==================== reg_writeback
--- config.mk ---
export PLATFORM = sky130hd
export DESIGN_NAME = reg_writeback
export DESIGN_NICKNAME = d
export VERILOG_FILES = /design/src/rtl/reg_writeback_pkg.sv /design/src/rtl/wb_ldq.sv /design/src/rtl/reg_writeback.sv
export SDC_FILE = /design/constraint.sdc
export NUM_CORES = 1
export LEC_CHECK = 0
export CAP_MARGIN = 20
export CORE_MARGIN = 2
export CORE_UTILIZATION = 45
export CTS_BUF_LIST = sky130_fd_sc_hd__clkbuf_16
export CTS_CLUSTER_DIAMETER = 30
export DETAILED_ROUTE_END_ITERATION = 7
export GPL_ROUTABILITY_DRIVEN = 0
export GPL_TIMING_DRIVEN = 0
export PLACE_DENSITY_LB_ADDON = 0.15
export SLEW_MARGIN = 25
export SYNTH_ARGS = -nofsm -noshare
export SYNTH_HDL_FRONTEND = slang
export SYNTH_SLANG_ARGS = --single-unit
--- constraint.sdc ---
create_clock -name clk -period 2.3 [get_ports clk]
set_input_delay 0.46 -clock clk [delete_from_list [all_inputs] [get_ports clk]]
set_output_delay 0.46 -clock clk [all_outputs]
set_load 0.03 [all_outputs]
--- src/rtl/reg_writeback_pkg.sv ---
// Shared widths, link-register index and write-port state encoding for reg_writeback.
package reg_writeback_pkg;

  localparam int DATAWIDTH_DEF = 16;
  localparam int REGWIDTH_DEF  = 4;
  localparam int LINK_REG      = 15;

  typedef enum logic {
    WB_EMPTY = 1'b0,
    WB_HELD  = 1'b1
  } wb_state_e;

endpackage

--- src/rtl/wb_ldq.sv ---
// In-order queue of outstanding load destinations; head readable combinationally, push/pop take effect at posedge.
// Backpressure: full flag only; a pop on an empty queue with a same-cycle push is a bypass and leaves state untouched.
module wb_ldq #(
  parameter int DEPTH = 4,
  parameter int W     = 4
) (
  input  logic                 clk,
  input  logic                 rst_n,
  input  logic                 push,
  input  logic [W-1:0]         push_rd,
  input  logic                 pop,
  output logic [W-1:0]         head,
  output logic                 full,
  output logic                 empty,
  output logic [DEPTH-1:0]     ent_vld,
  output logic [DEPTH*W-1:0]   ent_rd
);

  localparam int PW = $clog2(DEPTH);

  logic [W-1:0]  mem [DEPTH];
  logic [PW-1:0] wptr, rptr;
  logic [PW:0]   count;
  logic          do_push, do_pop;
  logic [PW-1:0] off;

  assign empty   = (count == '0);
  assign full    = (count == (PW+1)'(DEPTH));
  assign head    = mem[rptr];
  assign do_push = push && !(pop && empty);
  assign do_pop  = pop && !empty;

  always_ff @(posedge clk or negedge rst_n) begin
    if (!rst_n) begin
      wptr  <= '0;
      rptr  <= '0;
      count <= '0;
    end else begin
      if (do_push) wptr <= wptr + 1'b1;
      if (do_pop)  rptr <= rptr + 1'b1;
      count <= count + (PW+1)'(do_push) - (PW+1)'(do_pop);
    end
  end

  always_ff @(posedge clk) begin
    if (do_push) mem[wptr] <= push_rd;
  end

  // An entry is live when its distance from the read pointer is below the occupancy.
  always_comb begin
    off     = '0;
    ent_vld = '0;
    ent_rd  = '0;
    for (int i = 0; i < DEPTH; i++) begin
      off        = PW'(i) - rptr;
      ent_vld[i] = ({1'b0, off} < count);
      ent_rd[i*W +: W] = mem[i];
    end
  end

endmodule

--- src/rtl/reg_writeback.sv ---
// Merges ALU results and load returns onto one registered register-file write port; one-cycle latency.
// Memory returns cannot stall, so a colliding ALU result parks in a one-entry skid and alu_ready drops while it is held.
module reg_writeback
  import reg_writeback_pkg::*;
#(
  parameter int DATAWIDTH = DATAWIDTH_DEF,
  parameter int REGWIDTH  = REGWIDTH_DEF,
  parameter int LDQ_DEPTH = 4
) (
  input  logic                 clk,
  input  logic                 rst_n,
  input  logic                 alu_valid,
  output logic                 alu_ready,
  input  logic [REGWIDTH-1:0]  alu_rd,
  input  logic [DATAWIDTH-1:0] alu_data,
  input  logic [DATAWIDTH-1:0] alu_pc,
  input  logic                 ld_valid,
  output logic                 ld_ready,
  input  logic [REGWIDTH-1:0]  ld_rd,
  input  logic                 mem_rvalid,
  input  logic [DATAWIDTH-1:0] mem_rdata,
  output logic                 rf_write,
  output logic [REGWIDTH-1:0]  rf_rdst,
  output logic [DATAWIDTH-1:0] rf_wdata,
  output logic [DATAWIDTH-1:0] rf_pc,
  input  logic [REGWIDTH-1:0]  rq_src,
  input  logic [REGWIDTH-1:0]  rq_dst,
  output logic                 hazard,
  output logic                 ldq_err
);

  wb_state_e                state, state_nxt;
  logic                     live;
  logic                     ldq_full, ldq_empty;
  logic [REGWIDTH-1:0]      ldq_head;
  logic [LDQ_DEPTH-1:0]     ent_vld;
  logic [LDQ_DEPTH*REGWIDTH-1:0] ent_rd;
  logic                     alu_hs, ld_hs, mem_wr;
  logic [REGWIDTH-1:0]      mem_rd;
  logic [REGWIDTH-1:0]      park_rd;
  logic [DATAWIDTH-1:0]     park_data, park_pc;
  logic                     park_load;
  logic                     sel_vld;
  logic [REGWIDTH-1:0]      sel_rd;
  logic [DATAWIDTH-1:0]     sel_data, sel_pc;
  logic                     src_hit, dst_hit;

  assign alu_ready = live && (state == WB_EMPTY);
  assign ld_ready  = live && !ldq_full;
  assign alu_hs    = alu_valid && alu_ready;
  assign ld_hs     = ld_valid && ld_ready;
  // A return into an empty queue is only legal when the matching load is issued this same cycle.
  assign mem_wr    = mem_rvalid && (!ldq_empty || ld_hs);
  assign mem_rd    = ldq_empty ? ld_rd : ldq_head;

  wb_ldq #(.DEPTH(LDQ_DEPTH), .W(REGWIDTH)) u_ldq (
    .clk     (clk),
    .rst_n   (rst_n),
    .push    (ld_hs),
    .push_rd (ld_rd),
    .pop     (mem_wr),
    .head    (ldq_head),
    .full    (ldq_full),
    .empty   (ldq_empty),
    .ent_vld (ent_vld),
    .ent_rd  (ent_rd)
  );

  always_comb begin
    state_nxt = state;
    park_load = 1'b0;
    sel_vld   = 1'b0;
    sel_rd    = '0;
    sel_data  = '0;
    sel_pc    = '0;
    if (mem_wr) begin
      sel_vld  = 1'b1;
      sel_rd   = mem_rd;
      sel_data = mem_rdata;
      if (state == WB_EMPTY && alu_hs) begin
        park_load = 1'b1;
        state_nxt = WB_HELD;
      end
    end else if (state == WB_HELD) begin
      sel_vld   = 1'b1;
      sel_rd    = park_rd;
      sel_data  = park_data;
      sel_pc    = park_pc;
      state_nxt = WB_EMPTY;
    end else if (alu_hs) begin
      sel_vld  = 1'b1;
      sel_rd   = alu_rd;
      sel_data = alu_data;
      sel_pc   = alu_pc;
    end
  end

  always_ff @(posedge clk or negedge rst_n) begin
    if (!rst_n) begin
      state     <= WB_EMPTY;
      live      <= 1'b0;
      park_rd   <= '0;
      park_data <= '0;
      park_pc   <= '0;
      rf_write  <= 1'b0;
      rf_rdst   <= '0;
      rf_wdata  <= '0;
      rf_pc     <= '0;
      ldq_err   <= 1'b0;
    end else begin
      state    <= state_nxt;
      live     <= 1'b1;
      rf_write <= sel_vld && (sel_rd != '0);
      if (park_load) begin
        park_rd   <= alu_rd;
        park_data <= alu_data;
        park_pc   <= alu_pc;
      end
      if (sel_vld) begin
        rf_rdst  <= sel_rd;
        rf_wdata <= sel_data;
        rf_pc    <= (sel_rd == REGWIDTH'(LINK_REG)) ? sel_pc : '0;
      end
      if (mem_rvalid && ldq_empty && !ld_hs) ldq_err <= 1'b1;
    end
  end

  always_comb begin
    src_hit = (state == WB_HELD) && (park_rd == rq_src);
    dst_hit = (state == WB_HELD) && (park_rd == rq_dst);
    for (int i = 0; i < LDQ_DEPTH; i++) begin
      if (ent_vld[i] && ent_rd[i*REGWIDTH +: REGWIDTH] == rq_src) src_hit = 1'b1;
      if (ent_vld[i] && ent_rd[i*REGWIDTH +: REGWIDTH] == rq_dst) dst_hit = 1'b1;
    end
    hazard = (src_hit && rq_src != '0) || (dst_hit && rq_dst != '0);
  end

endmodule

==================== psi_fold_ctrl
==> src/rtl/psi_pkg.sv <==
// psi_pkg: shared types and helpers for the folded PSI intersection controller.
//   - psi_fold_state_t : controller state encoding (IDLE, ACCUM, DONE)
//   - psi_cw / psi_pw  : derived widths for the set counter and the cardinality
//   - popcount         : number of set bits in a vector of up to POP_MAX_W bits
package psi_pkg;

    typedef enum logic [1:0] {
        IDLE  = 2'd0,
        ACCUM = 2'd1,
        DONE  = 2'd2
    } psi_fold_state_t;

    // Widest bitmap the popcount helper can handle; narrower vectors are zero-extended.
    localparam int POP_MAX_W = 1024;

    // Width of a counter that must hold the values 0..n inclusive.
    function automatic int psi_cw(input int n);
        return $clog2(n + 1);
    endfunction

    // Width of a popcount result for a w-bit vector (values 0..w).
    function automatic int psi_pw(input int w);
        return $clog2(w + 1);
    endfunction

    // Count the ones in v.
    function automatic int popcount(input logic [POP_MAX_W-1:0] v);
        int c;
        c = 0;
        for (int i = 0; i < POP_MAX_W; i++) begin
            c = c + int'(v[i]);
        end
        return c;
    endfunction

endpackage

==> src/rtl/psi_popcount.sv <==
// psi_popcount: purely combinational population count.
//   vec [W-1:0]  : input vector
//   cnt [PW-1:0] : number of ones in vec
module psi_popcount
    import psi_pkg::*;
#(
    parameter  int W  = 32,
    localparam int PW = psi_pw(W)
) (
    input  logic [W-1:0]  vec,
    output logic [PW-1:0] cnt
);

    logic [POP_MAX_W-1:0] vec_ext_s;

    // Zero-extend to the helper width and count.
    always_comb begin
        vec_ext_s          = '0;
        vec_ext_s[W-1:0]   = vec;
        cnt                = PW'(popcount(vec_ext_s));
    end

endmodule

==> src/rtl/psi_fold_ctrl.sv <==
// psi_fold_ctrl: folded PSI set-intersection controller. A single W-bit AND
// stage is reused across up to N set bitmaps that arrive one per handshake.
//   clk, rst_n            : clock, asynchronous active-low reset
//   start, num_sets       : job request and its set count (latched in IDLE)
//   abort                 : synchronous job cancel, highest priority
//   busy, err             : job in progress / one-cycle bad-start pulse
//   in_valid/in_ready/in_data    : set bitmap stream
//   out_valid/out_ready/out_data : intersection result
//   out_count             : popcount of out_data
module psi_fold_ctrl
    import psi_pkg::*;
#(
    parameter  int W  = 32,
    parameter  int N  = 1024,
    localparam int CW = psi_cw(N),
    localparam int PW = psi_pw(W)
) (
    input  logic          clk,
    input  logic          rst_n,
    input  logic          start,
    input  logic [CW-1:0] num_sets,
    input  logic          abort,
    output logic          busy,
    output logic          err,
    input  logic          in_valid,
    output logic          in_ready,
    input  logic [W-1:0]  in_data,
    output logic          out_valid,
    input  logic          out_ready,
    output logic [W-1:0]  out_data,
    output logic [PW-1:0] out_count
);

    psi_fold_state_t state_r;
    logic [W-1:0]    acc_r;
    logic [CW-1:0]   cnt_r;
    logic [CW-1:0]   target_r;
    logic            busy_r;
    logic            err_r;
    logic            out_valid_r;
    logic [W-1:0]    out_data_r;
    logic            num_ok_s;
    logic [PW-1:0]   acc_pc_s;

    // A job must contain between 1 and N sets.
    assign num_ok_s = (num_sets != CW'(0)) && (num_sets <= CW'(N));

    psi_popcount #(.W(W)) u_popcount (
        .vec (acc_r),
        .cnt (acc_pc_s)
    );

    // Job FSM, set counter, accumulator and registered status/result outputs.
    always_ff @(posedge clk or negedge rst_n) begin
        if (!rst_n) begin
            state_r     <= IDLE;
            acc_r       <= '1;
            cnt_r       <= CW'(0);
            target_r    <= CW'(0);
            busy_r      <= 1'b0;
            err_r       <= 1'b0;
            out_valid_r <= 1'b0;
            out_data_r  <= W'(0);
        end else begin
            err_r <= 1'b0;
            if (abort) begin
                // Cancel wins over every transition; any pending result is dropped.
                state_r     <= IDLE;
                acc_r       <= '1;
                cnt_r       <= CW'(0);
                target_r    <= CW'(0);
                busy_r      <= 1'b0;
                out_valid_r <= 1'b0;
                out_data_r  <= W'(0);
            end else begin
                case (state_r)
                    IDLE: begin
                        if (start) begin
                            if (num_ok_s) begin
                                state_r  <= ACCUM;
                                target_r <= num_sets;
                                acc_r    <= '1;
                                cnt_r    <= CW'(0);
                                busy_r   <= 1'b1;
                            end else begin
                                err_r <= 1'b1;
                            end
                        end
                    end
                    ACCUM: begin
                        if (in_valid) begin
                            acc_r <= acc_r & in_data;
                            cnt_r <= cnt_r + CW'(1);
                            // Last beat of the job: publish the result next cycle.
                            if (cnt_r == (target_r - CW'(1))) begin
                                state_r     <= DONE;
                                out_valid_r <= 1'b1;
                                out_data_r  <= acc_r & in_data;
                            end
                        end
                    end
                    DONE: begin
                        if (out_ready) begin
                            state_r     <= IDLE;
                            busy_r      <= 1'b0;
                            out_valid_r <= 1'b0;
                            out_data_r  <= W'(0);
                        end
                    end
                    default: begin
                        state_r     <= IDLE;
                        acc_r       <= '1;
                        cnt_r       <= CW'(0);
                        target_r    <= CW'(0);
                        busy_r      <= 1'b0;
                        out_valid_r <= 1'b0;
                        out_data_r  <= W'(0);
                    end
                endcase
            end
        end
    end

    // in_ready depends only on state and abort, never on in_valid.
    always_comb begin
        if ((state_r == ACCUM) && !abort) begin
            in_ready = 1'b1;
        end else begin
            in_ready = 1'b0;
        end
    end

    // The cardinality is only meaningful while a result is presented.
    always_comb begin
        if (out_valid_r) begin
            out_count = acc_pc_s;
        end else begin
            out_count = PW'(0);
        end
    end

    assign busy      = busy_r;
    assign err       = err_r;
    assign out_valid = out_valid_r;
    assign out_data  = out_data_r;

endmodule

==> config.mk <==
export PLATFORM = sky130hd
export DESIGN_NAME = psi_fold_ctrl
export DESIGN_NICKNAME = d
export VERILOG_FILES = /design/src/rtl/psi_pkg.sv /design/src/rtl/psi_popcount.sv /design/src/rtl/psi_fold_ctrl.sv
export SDC_FILE = /design/constraint.sdc
export NUM_CORES = 1
export LEC_CHECK = 0
export CAP_MARGIN = 10
export CORE_UTILIZATION = 30
export CTS_CLUSTER_DIAMETER = 100
export DETAILED_ROUTE_END_ITERATION = 7
export GPL_ROUTABILITY_DRIVEN = 0
export GPL_TIMING_DRIVEN = 0
export PLACE_DENSITY = 0.49
export SYNTH_ARGS = -nofsm -noshare
export SYNTH_HDL_FRONTEND = slang
export SYNTH_SLANG_ARGS = --single-unit
==> constraint.sdc <==
create_clock -name clk -period 7.55 [get_ports clk]
set_clock_uncertainty 0.15 [all_clocks]
set_input_delay 1.51 -clock clk [delete_from_list [all_inputs] [get_ports clk]]
set_output_delay 1.51 -clock clk [all_outputs]
set_load 0.005 [all_outputs]
==================== pipelined_scale_add
--- src/rtl/pipelined_scale_add.sv ---
// ============================================================================
// Module   : pipelined_scale_add
// Brief    : Two-stage valid/ready streaming datapath, O = I0 + I1*COEFF
//            (mod 2^WIDTH), with an optional per-beat running accumulator.
// Revision : 1.0  initial release
// ============================================================================
`default_nettype none

module pipelined_scale_add #(
    parameter int WIDTH = 8,
    parameter int COEFF = 3
) (
    input  logic             CLK,
    input  logic             RESET,
    input  logic             in_valid,
    output logic             in_ready,
    input  logic [WIDTH-1:0] I0,
    input  logic [WIDTH-1:0] I1,
    input  logic             acc_mode,
    input  logic             acc_clear,
    output logic             out_valid,
    input  logic             out_ready,
    output logic [WIDTH-1:0] O
);

    localparam logic [WIDTH-1:0] c_coeff = WIDTH'(COEFF);

    // Stage-1 registers
    logic             r_s1_valid;
    logic [WIDTH-1:0] r_s1_p;
    logic [WIDTH-1:0] r_s1_i0;
    logic             r_s1_acc_mode;
    logic             r_s1_acc_clear;

    // Stage-2 / output registers
    logic             r_out_valid;
    logic [WIDTH-1:0] r_o;
    logic [WIDTH-1:0] r_acc;

    logic             w_s2_adv;
    logic             w_s1_adv;
    logic             w_in_fire;
    logic [WIDTH-1:0] w_p1;
    logic [WIDTH-1:0] w_base;
    logic [WIDTH-1:0] w_sum;

    assign w_s2_adv  = !r_out_valid || out_ready;
    assign w_s1_adv  = !r_s1_valid || w_s2_adv;
    assign in_ready  = w_s1_adv && !RESET;
    assign w_in_fire = in_valid && in_ready;

    // The low WIDTH bits of the full product equal a WIDTH-bit multiply.
    assign w_p1 = I1 * c_coeff;

    always_comb begin
        w_base = r_s1_i0;
        if (r_s1_acc_mode) begin
            w_base = r_s1_acc_clear ? '0 : r_acc;
        end
    end

    assign w_sum = w_base + r_s1_p;

    always_ff @(posedge CLK) begin
        if (RESET) begin
            r_s1_valid     <= 1'b0;
            r_s1_p         <= '0;
            r_s1_i0        <= '0;
            r_s1_acc_mode  <= 1'b0;
            r_s1_acc_clear <= 1'b0;
            r_out_valid    <= 1'b0;
            r_o            <= '0;
            r_acc          <= '0;
        end else begin
            if (w_s1_adv) begin
                r_s1_valid <= w_in_fire;
            end
            if (w_in_fire) begin
                r_s1_p         <= w_p1;
                r_s1_i0        <= I0;
                r_s1_acc_mode  <= acc_mode;
                r_s1_acc_clear <= acc_clear;
            end
            if (w_s2_adv) begin
                r_out_valid <= r_s1_valid;
            end
            // acc is written on the same edge as O so a following beat sees it.
            if (r_s1_valid && w_s2_adv) begin
                r_o <= w_sum;
                if (r_s1_acc_mode) begin
                    r_acc <= w_sum;
                end
            end
        end
    end

    assign out_valid = r_out_valid;
    assign O         = r_o;

endmodule

`default_nettype wire

--- config.mk ---
export PLATFORM = sky130hd
export DESIGN_NAME = pipelined_scale_add
export DESIGN_NICKNAME = d
export VERILOG_FILES = /design/src/rtl/pipelined_scale_add.sv
export SDC_FILE = /design/constraint.sdc
export NUM_CORES = 1
export LEC_CHECK = 0
export CORE_MARGIN = 2
export CORE_UTILIZATION = 30
export DETAILED_ROUTE_END_ITERATION = 8
export GPL_ROUTABILITY_DRIVEN = 0
export PLACE_DENSITY = 0.55
export SETUP_SLACK_MARGIN = 0.4
export SLEW_MARGIN = 30
export SYNTH_ARGS = -nofsm -noshare
export SYNTH_HDL_FRONTEND = slang
export SYNTH_SLANG_ARGS = --single-unit
--- constraint.sdc ---
create_clock -name CLK -period 6.8 [get_ports CLK]
set_input_delay 1.02 -clock CLK [delete_from_list [all_inputs] [get_ports CLK]]
set_output_delay 1.02 -clock CLK [all_outputs]
set_load 0.02 [all_outputs]

==> gallery <==
M3 wires.
image #1
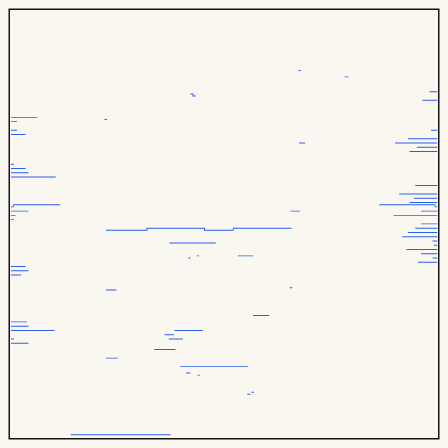
image #2
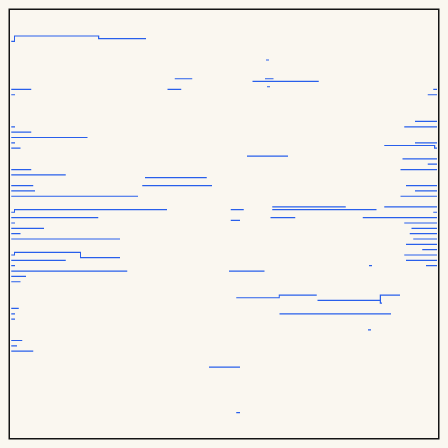
image #3
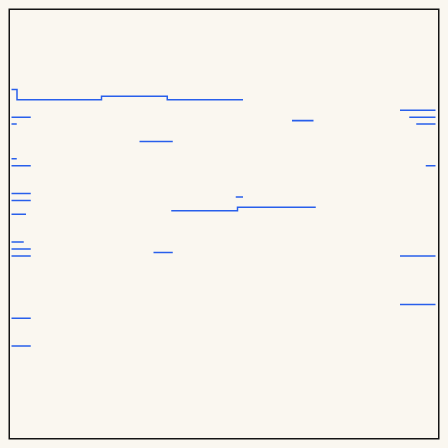
For pipelined_scale_add, see image #3.
For reg_writeback, see image #2.
For psi_fold_ctrl, see image #1.

Figure 1. Signal wires by layer (pipelined_scale_add).
Two of the layers only.
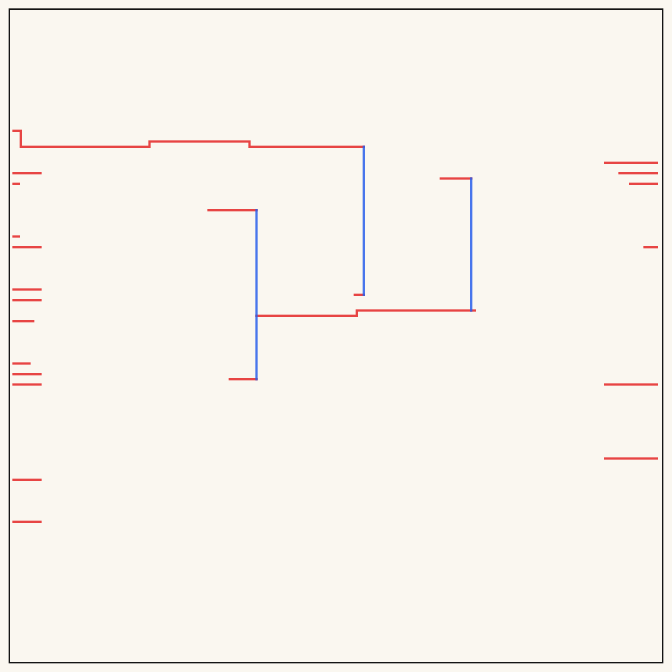
[metal 3] red | wire length: 155 um
[metal 4] blue | wire length: 57.8 um

Figure 2. Pin placement (pipelined_scale_add).
Pins as bars across the die edge, other pins in grey.
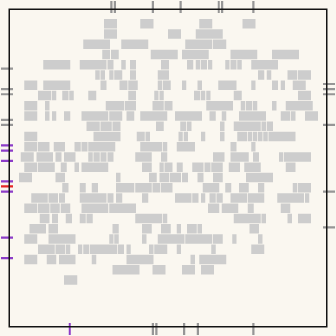
[`acc_clear`] red | pins: 1 | direction: input | edge: left
[`I1`] purple | pins: 8 | direction: input | edge: 7 left, 1 bottom
all pins by edge: 13 left, 7 top, 6 right, 6 bottom
count of input and output buffers: 31
vertical extent of the die: 83.9 um
Die Wd: 83.9 um

==> impl_summary.log, pipelined_scale_add <==
[report] implementation figures
[metrics] Pre-Place Util: 30.5%
[metrics] run status: finished, final reports clean
[metrics] Fin Setup TNS: 0 ns
[metrics] final routed wire length divided by cell count: 12.2 um
[metrics] most used routing layer in global routing: met2
[metrics] share of the yosys chip area belonging to registers: 37.6%
[metrics] largest driver fanout on the critical path: 27
[metrics] Overflow after GRT: 0
[metrics] non-filler instance count after layout: 341
[metrics] post-CTS setup buffer count: 0
[metrics] drt via density: 4.83
[metrics] fmax: 281 MHz
[metrics] parity-gate share of the synthesized area counting xor and xnor cells: 3.66%
[metrics] area share of and/or/nand/nor cells after synthesis: 22.5%
[metrics] Tightest Pin Transition: 0.742 ns
[metrics] cell at the root of the clock tree: clkbuf_8
[metrics] max-cap violations: 0
[metrics] WHS: 0.458 ns
[metrics] number of instances in the placed design: 334
[metrics] total routed wirelength: 4150 um
[metrics] crit path capture type: primary output
[metrics] CTS tree: built
[metrics] number of warnings the tools reported: 26
[metrics] # Cells Yosys: 235
-- pipelined_scale_add: synth_stat cells, drive strengths merged --
library cell,n
nand2b,1
a311o,1
nor2,9
nor2b,5
nand2,51
o31ai,7
xnor2,7
a21oi,16
xor2,1
buf,7
and2,2
inv,8
or3b,1
nand4,1
or2,1
dfxtp,36
and3,3
a211oi,8
clkbuf,3
fa,2
nand3,14
ha,13
or4,1
nor3b,1
a41oi,1
a21o,5
nor4,3
a211o,2
and4,1
a221oi,1
o21ai,20
mux2i,1
o21bai,2
-- pipelined_scale_add: cell type report --
| cell class | instances | share of cell area [%] |
|---|---|---|
| multi-input combinational | 181 | 47.4 |
| sequential | 36 | 30.5 |
| timing repair buffer | 32 | 13.4 |
| tap | 77 | 4.08 |
| clock buffer | 6 | 3.07 |
| inverter | 8 | 1.27 |
| clock inverter | 1 | 0.212 |
-- pipelined_scale_add: worst paths after layout --
check                                   start        to  cells past startpoint
worst max-delay path                    RESET  in_ready                      4
worst min-delay path                 r_acc[6]  r_acc[6]                      2
worst max register to register  r_s1_acc_mode  r_acc[7]                      9
worst min register to register       r_acc[6]  r_acc[6]                      2
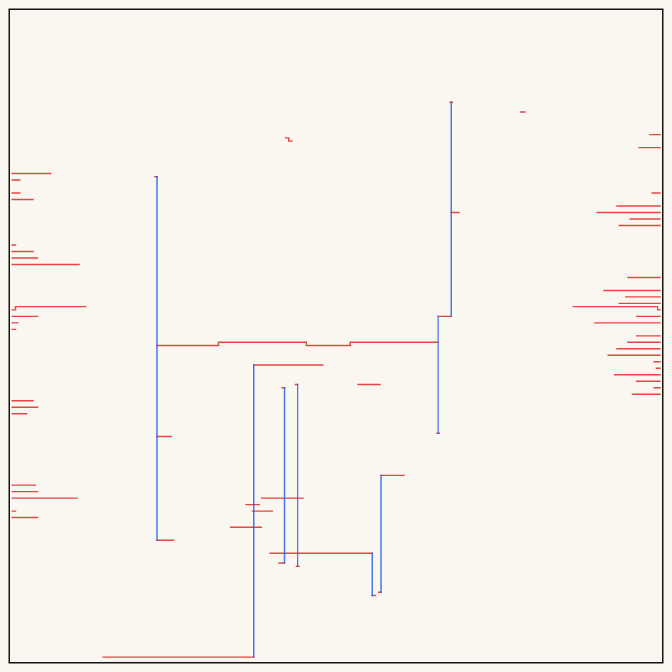
Figure 3: psi_fold_ctrl, signal wires by layer.
Two of the layers only.
[metal 3] red | wire length: 454 um
[metal 4] blue | wire length: 315 um

Figure 4. Pin placement (psi_fold_ctrl).
Pins as bars across the die edge, other pins in grey.
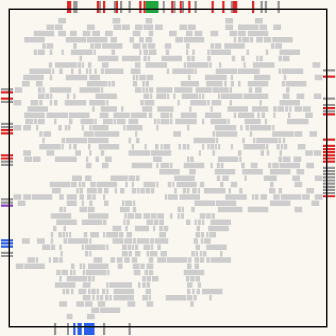
[`num_sets`] blue | pins: 11 | direction: input | edge: 8 bottom, 3 left
[`out_count`] green | pins: 6 | direction: output | edge: top
[`abort`] purple | pins: 1 | direction: input | edge: left
[`in_data`] red | pins: 32 | direction: input | edge: 15 top, 11 right, 6 left
all pins by edge: 35 top, 24 right, 20 left, 12 bottom

==> impl_summary.log, psi_fold_ctrl <==
[report] implementation figures
[metrics] run status: finished, final reports clean
[metrics] type of origin of the critical path: flip-flop
[metrics] drt via density: 4.97
[metrics] mean post-synth cell area: 9.42 um^2
[metrics] Gate Area: 2730 um^2
[metrics] most used cell along the critical path: fa_1
[metrics] clock latency at the later pin of the worst-skew pair: 0.35 ns
[metrics] beginning of the critical path: acc_r[0]
[metrics] summed standard-cell area reported by yosys: 5440 um^2
[metrics] Max clock buf depth: 2
[metrics] Largest stage delay, worst path: 0.59 ns
[metrics] router iterations before antenna repair: 4
[metrics] Final Cell Area: 7030 um^2
[metrics] top cells by instance count after synthesis: nand2_1, o21ai_0, dfrtp_1
[metrics] Final Max-Slew Violation Tally: 0
[metrics] wire length of the first global-routing pass: 23,800 um
==> psi_fold_ctrl: worst min path at each step <==
stage,from,to,slack (ns),cells past startpoint
after global routing,acc_r[6],acc_r[6],0.35,2
after CTS,acc_r[6],acc_r[6],0.34,2
after global placement,acc_r[2],acc_r[2],0.33,2
after floorplan,acc_r[10],acc_r[10],0.32,2
final,acc_r[11],acc_r[11],0.34,2
after detailed placement,acc_r[6],acc_r[6],0.33,2
==> psi_fold_ctrl: through the flow <==
step / std cells
finish: 912
global route: 912
CTS: 912
detailed placement: 893
global placement: 892
floorplan: 577
Figure 5. Pin placement (reg_writeback).
Pins as bars across the die edge, other pins in grey.
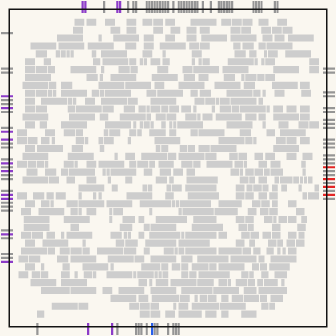
[`rf_write`] blue | pins: 1 | direction: output | edge: bottom
[`rq_src`] red | pins: 4 | direction: input | edge: right
[`rf_pc`] purple | pins: 16 | direction: output | edge: 10 left, 4 top, 2 bottom

==> impl_summary.log, reg_writeback <==
[report] implementation figures
[metrics] mean post-synth cell area: 12.0 um^2
[metrics] final setup violation count: 1
[metrics] vertical extent of the die: 109 um
[metrics] share of the yosys chip area belonging to registers: 51.6%
[metrics] most used standard cell by instance count after synthesis: dfrtp_1
[metrics] arrival time of the worst setup path: 2.18 ns
[metrics] failing checks: negative setup slack
[metrics] Final WS setup: -0.336 ns
[metrics] final routed wire length divided by cell count: 17.7 um
[metrics] Synth flops: 99
[metrics] Crit Path Category: reg2out
[metrics] fraction of standard cell area that is sequential: 37.9%
[metrics] run status: finished with violations
[metrics] Tot GR Track Use: 21.2%
[metrics] Final Max-Slew Violation Tally: 0
[metrics] yosys adder share: 2.93%
[metrics] number of buffers inserted during clock tree synthesis: 9
[metrics] Most used DFF post-synth: dfrtp_1
-- reg_writeback: metal layers --
layer,share of wire (%),track usage (%),up-vias,wire length [um]
met4,1.2,7.42,0,148
met3,5.7,5.32,10,699
met2,49,33.2,94,5990
met5,0,0,-,0
met1,44,28.7,1877,5370
li1,-,-,1746,-
-- reg_writeback: flip-flops by register name, indices dropped and copies added (netlist names) --
name / cells
state: 1
ldq_err: 1
rf_pc: 16
u_ldq.mem: 16
rf_write: 1
park_rd: 4
park_pc: 16
u_ldq.wptr: 2
live: 1
rf_wdata: 16
u_ldq.count: 3
park_data: 16
rf_rdst: 4
u_ldq.rptr: 2
-- reg_writeback: stage by stage --
stage | setup TNS (ns) | util [%] | hold slack [ns]
after floorplan | -0.0530 | - | 0.164
after global placement | -187.58 | 57.1 | 0.458
after detailed placement | -2.59 | 57.3 | 0.462
after CTS | -0.467 | 60.8 | 0.109
after global routing | -0.455 | 62.6 | 0.125
final | -0.336 | 62.6 | 0.0981


==> screenshots <==
Routing congestion map.
picture 1
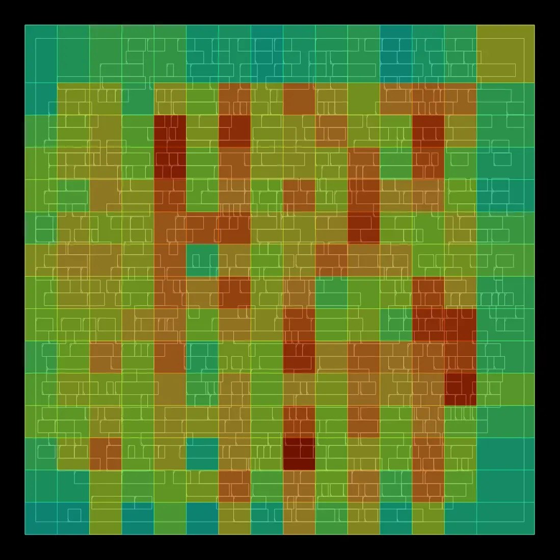
picture 2
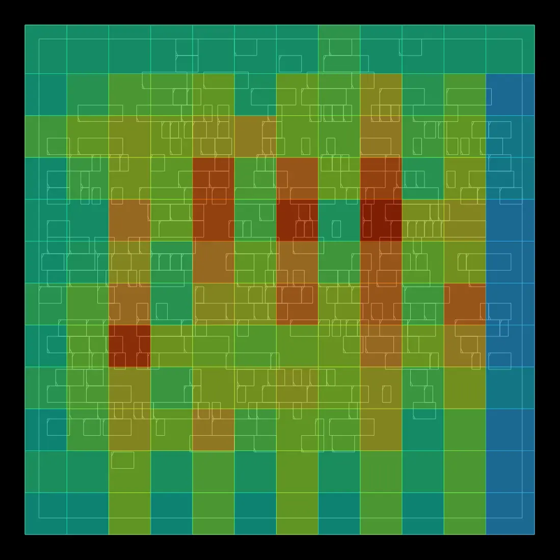
picture 3
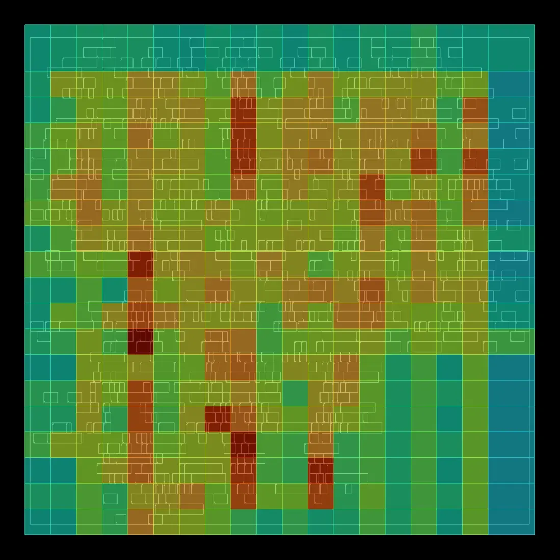
- highest utilization: picture 1
- highest track usage: picture 1
reg_writeback: picture 1
psi_fold_ctrl: picture 3
pipelined_scale_add: picture 2

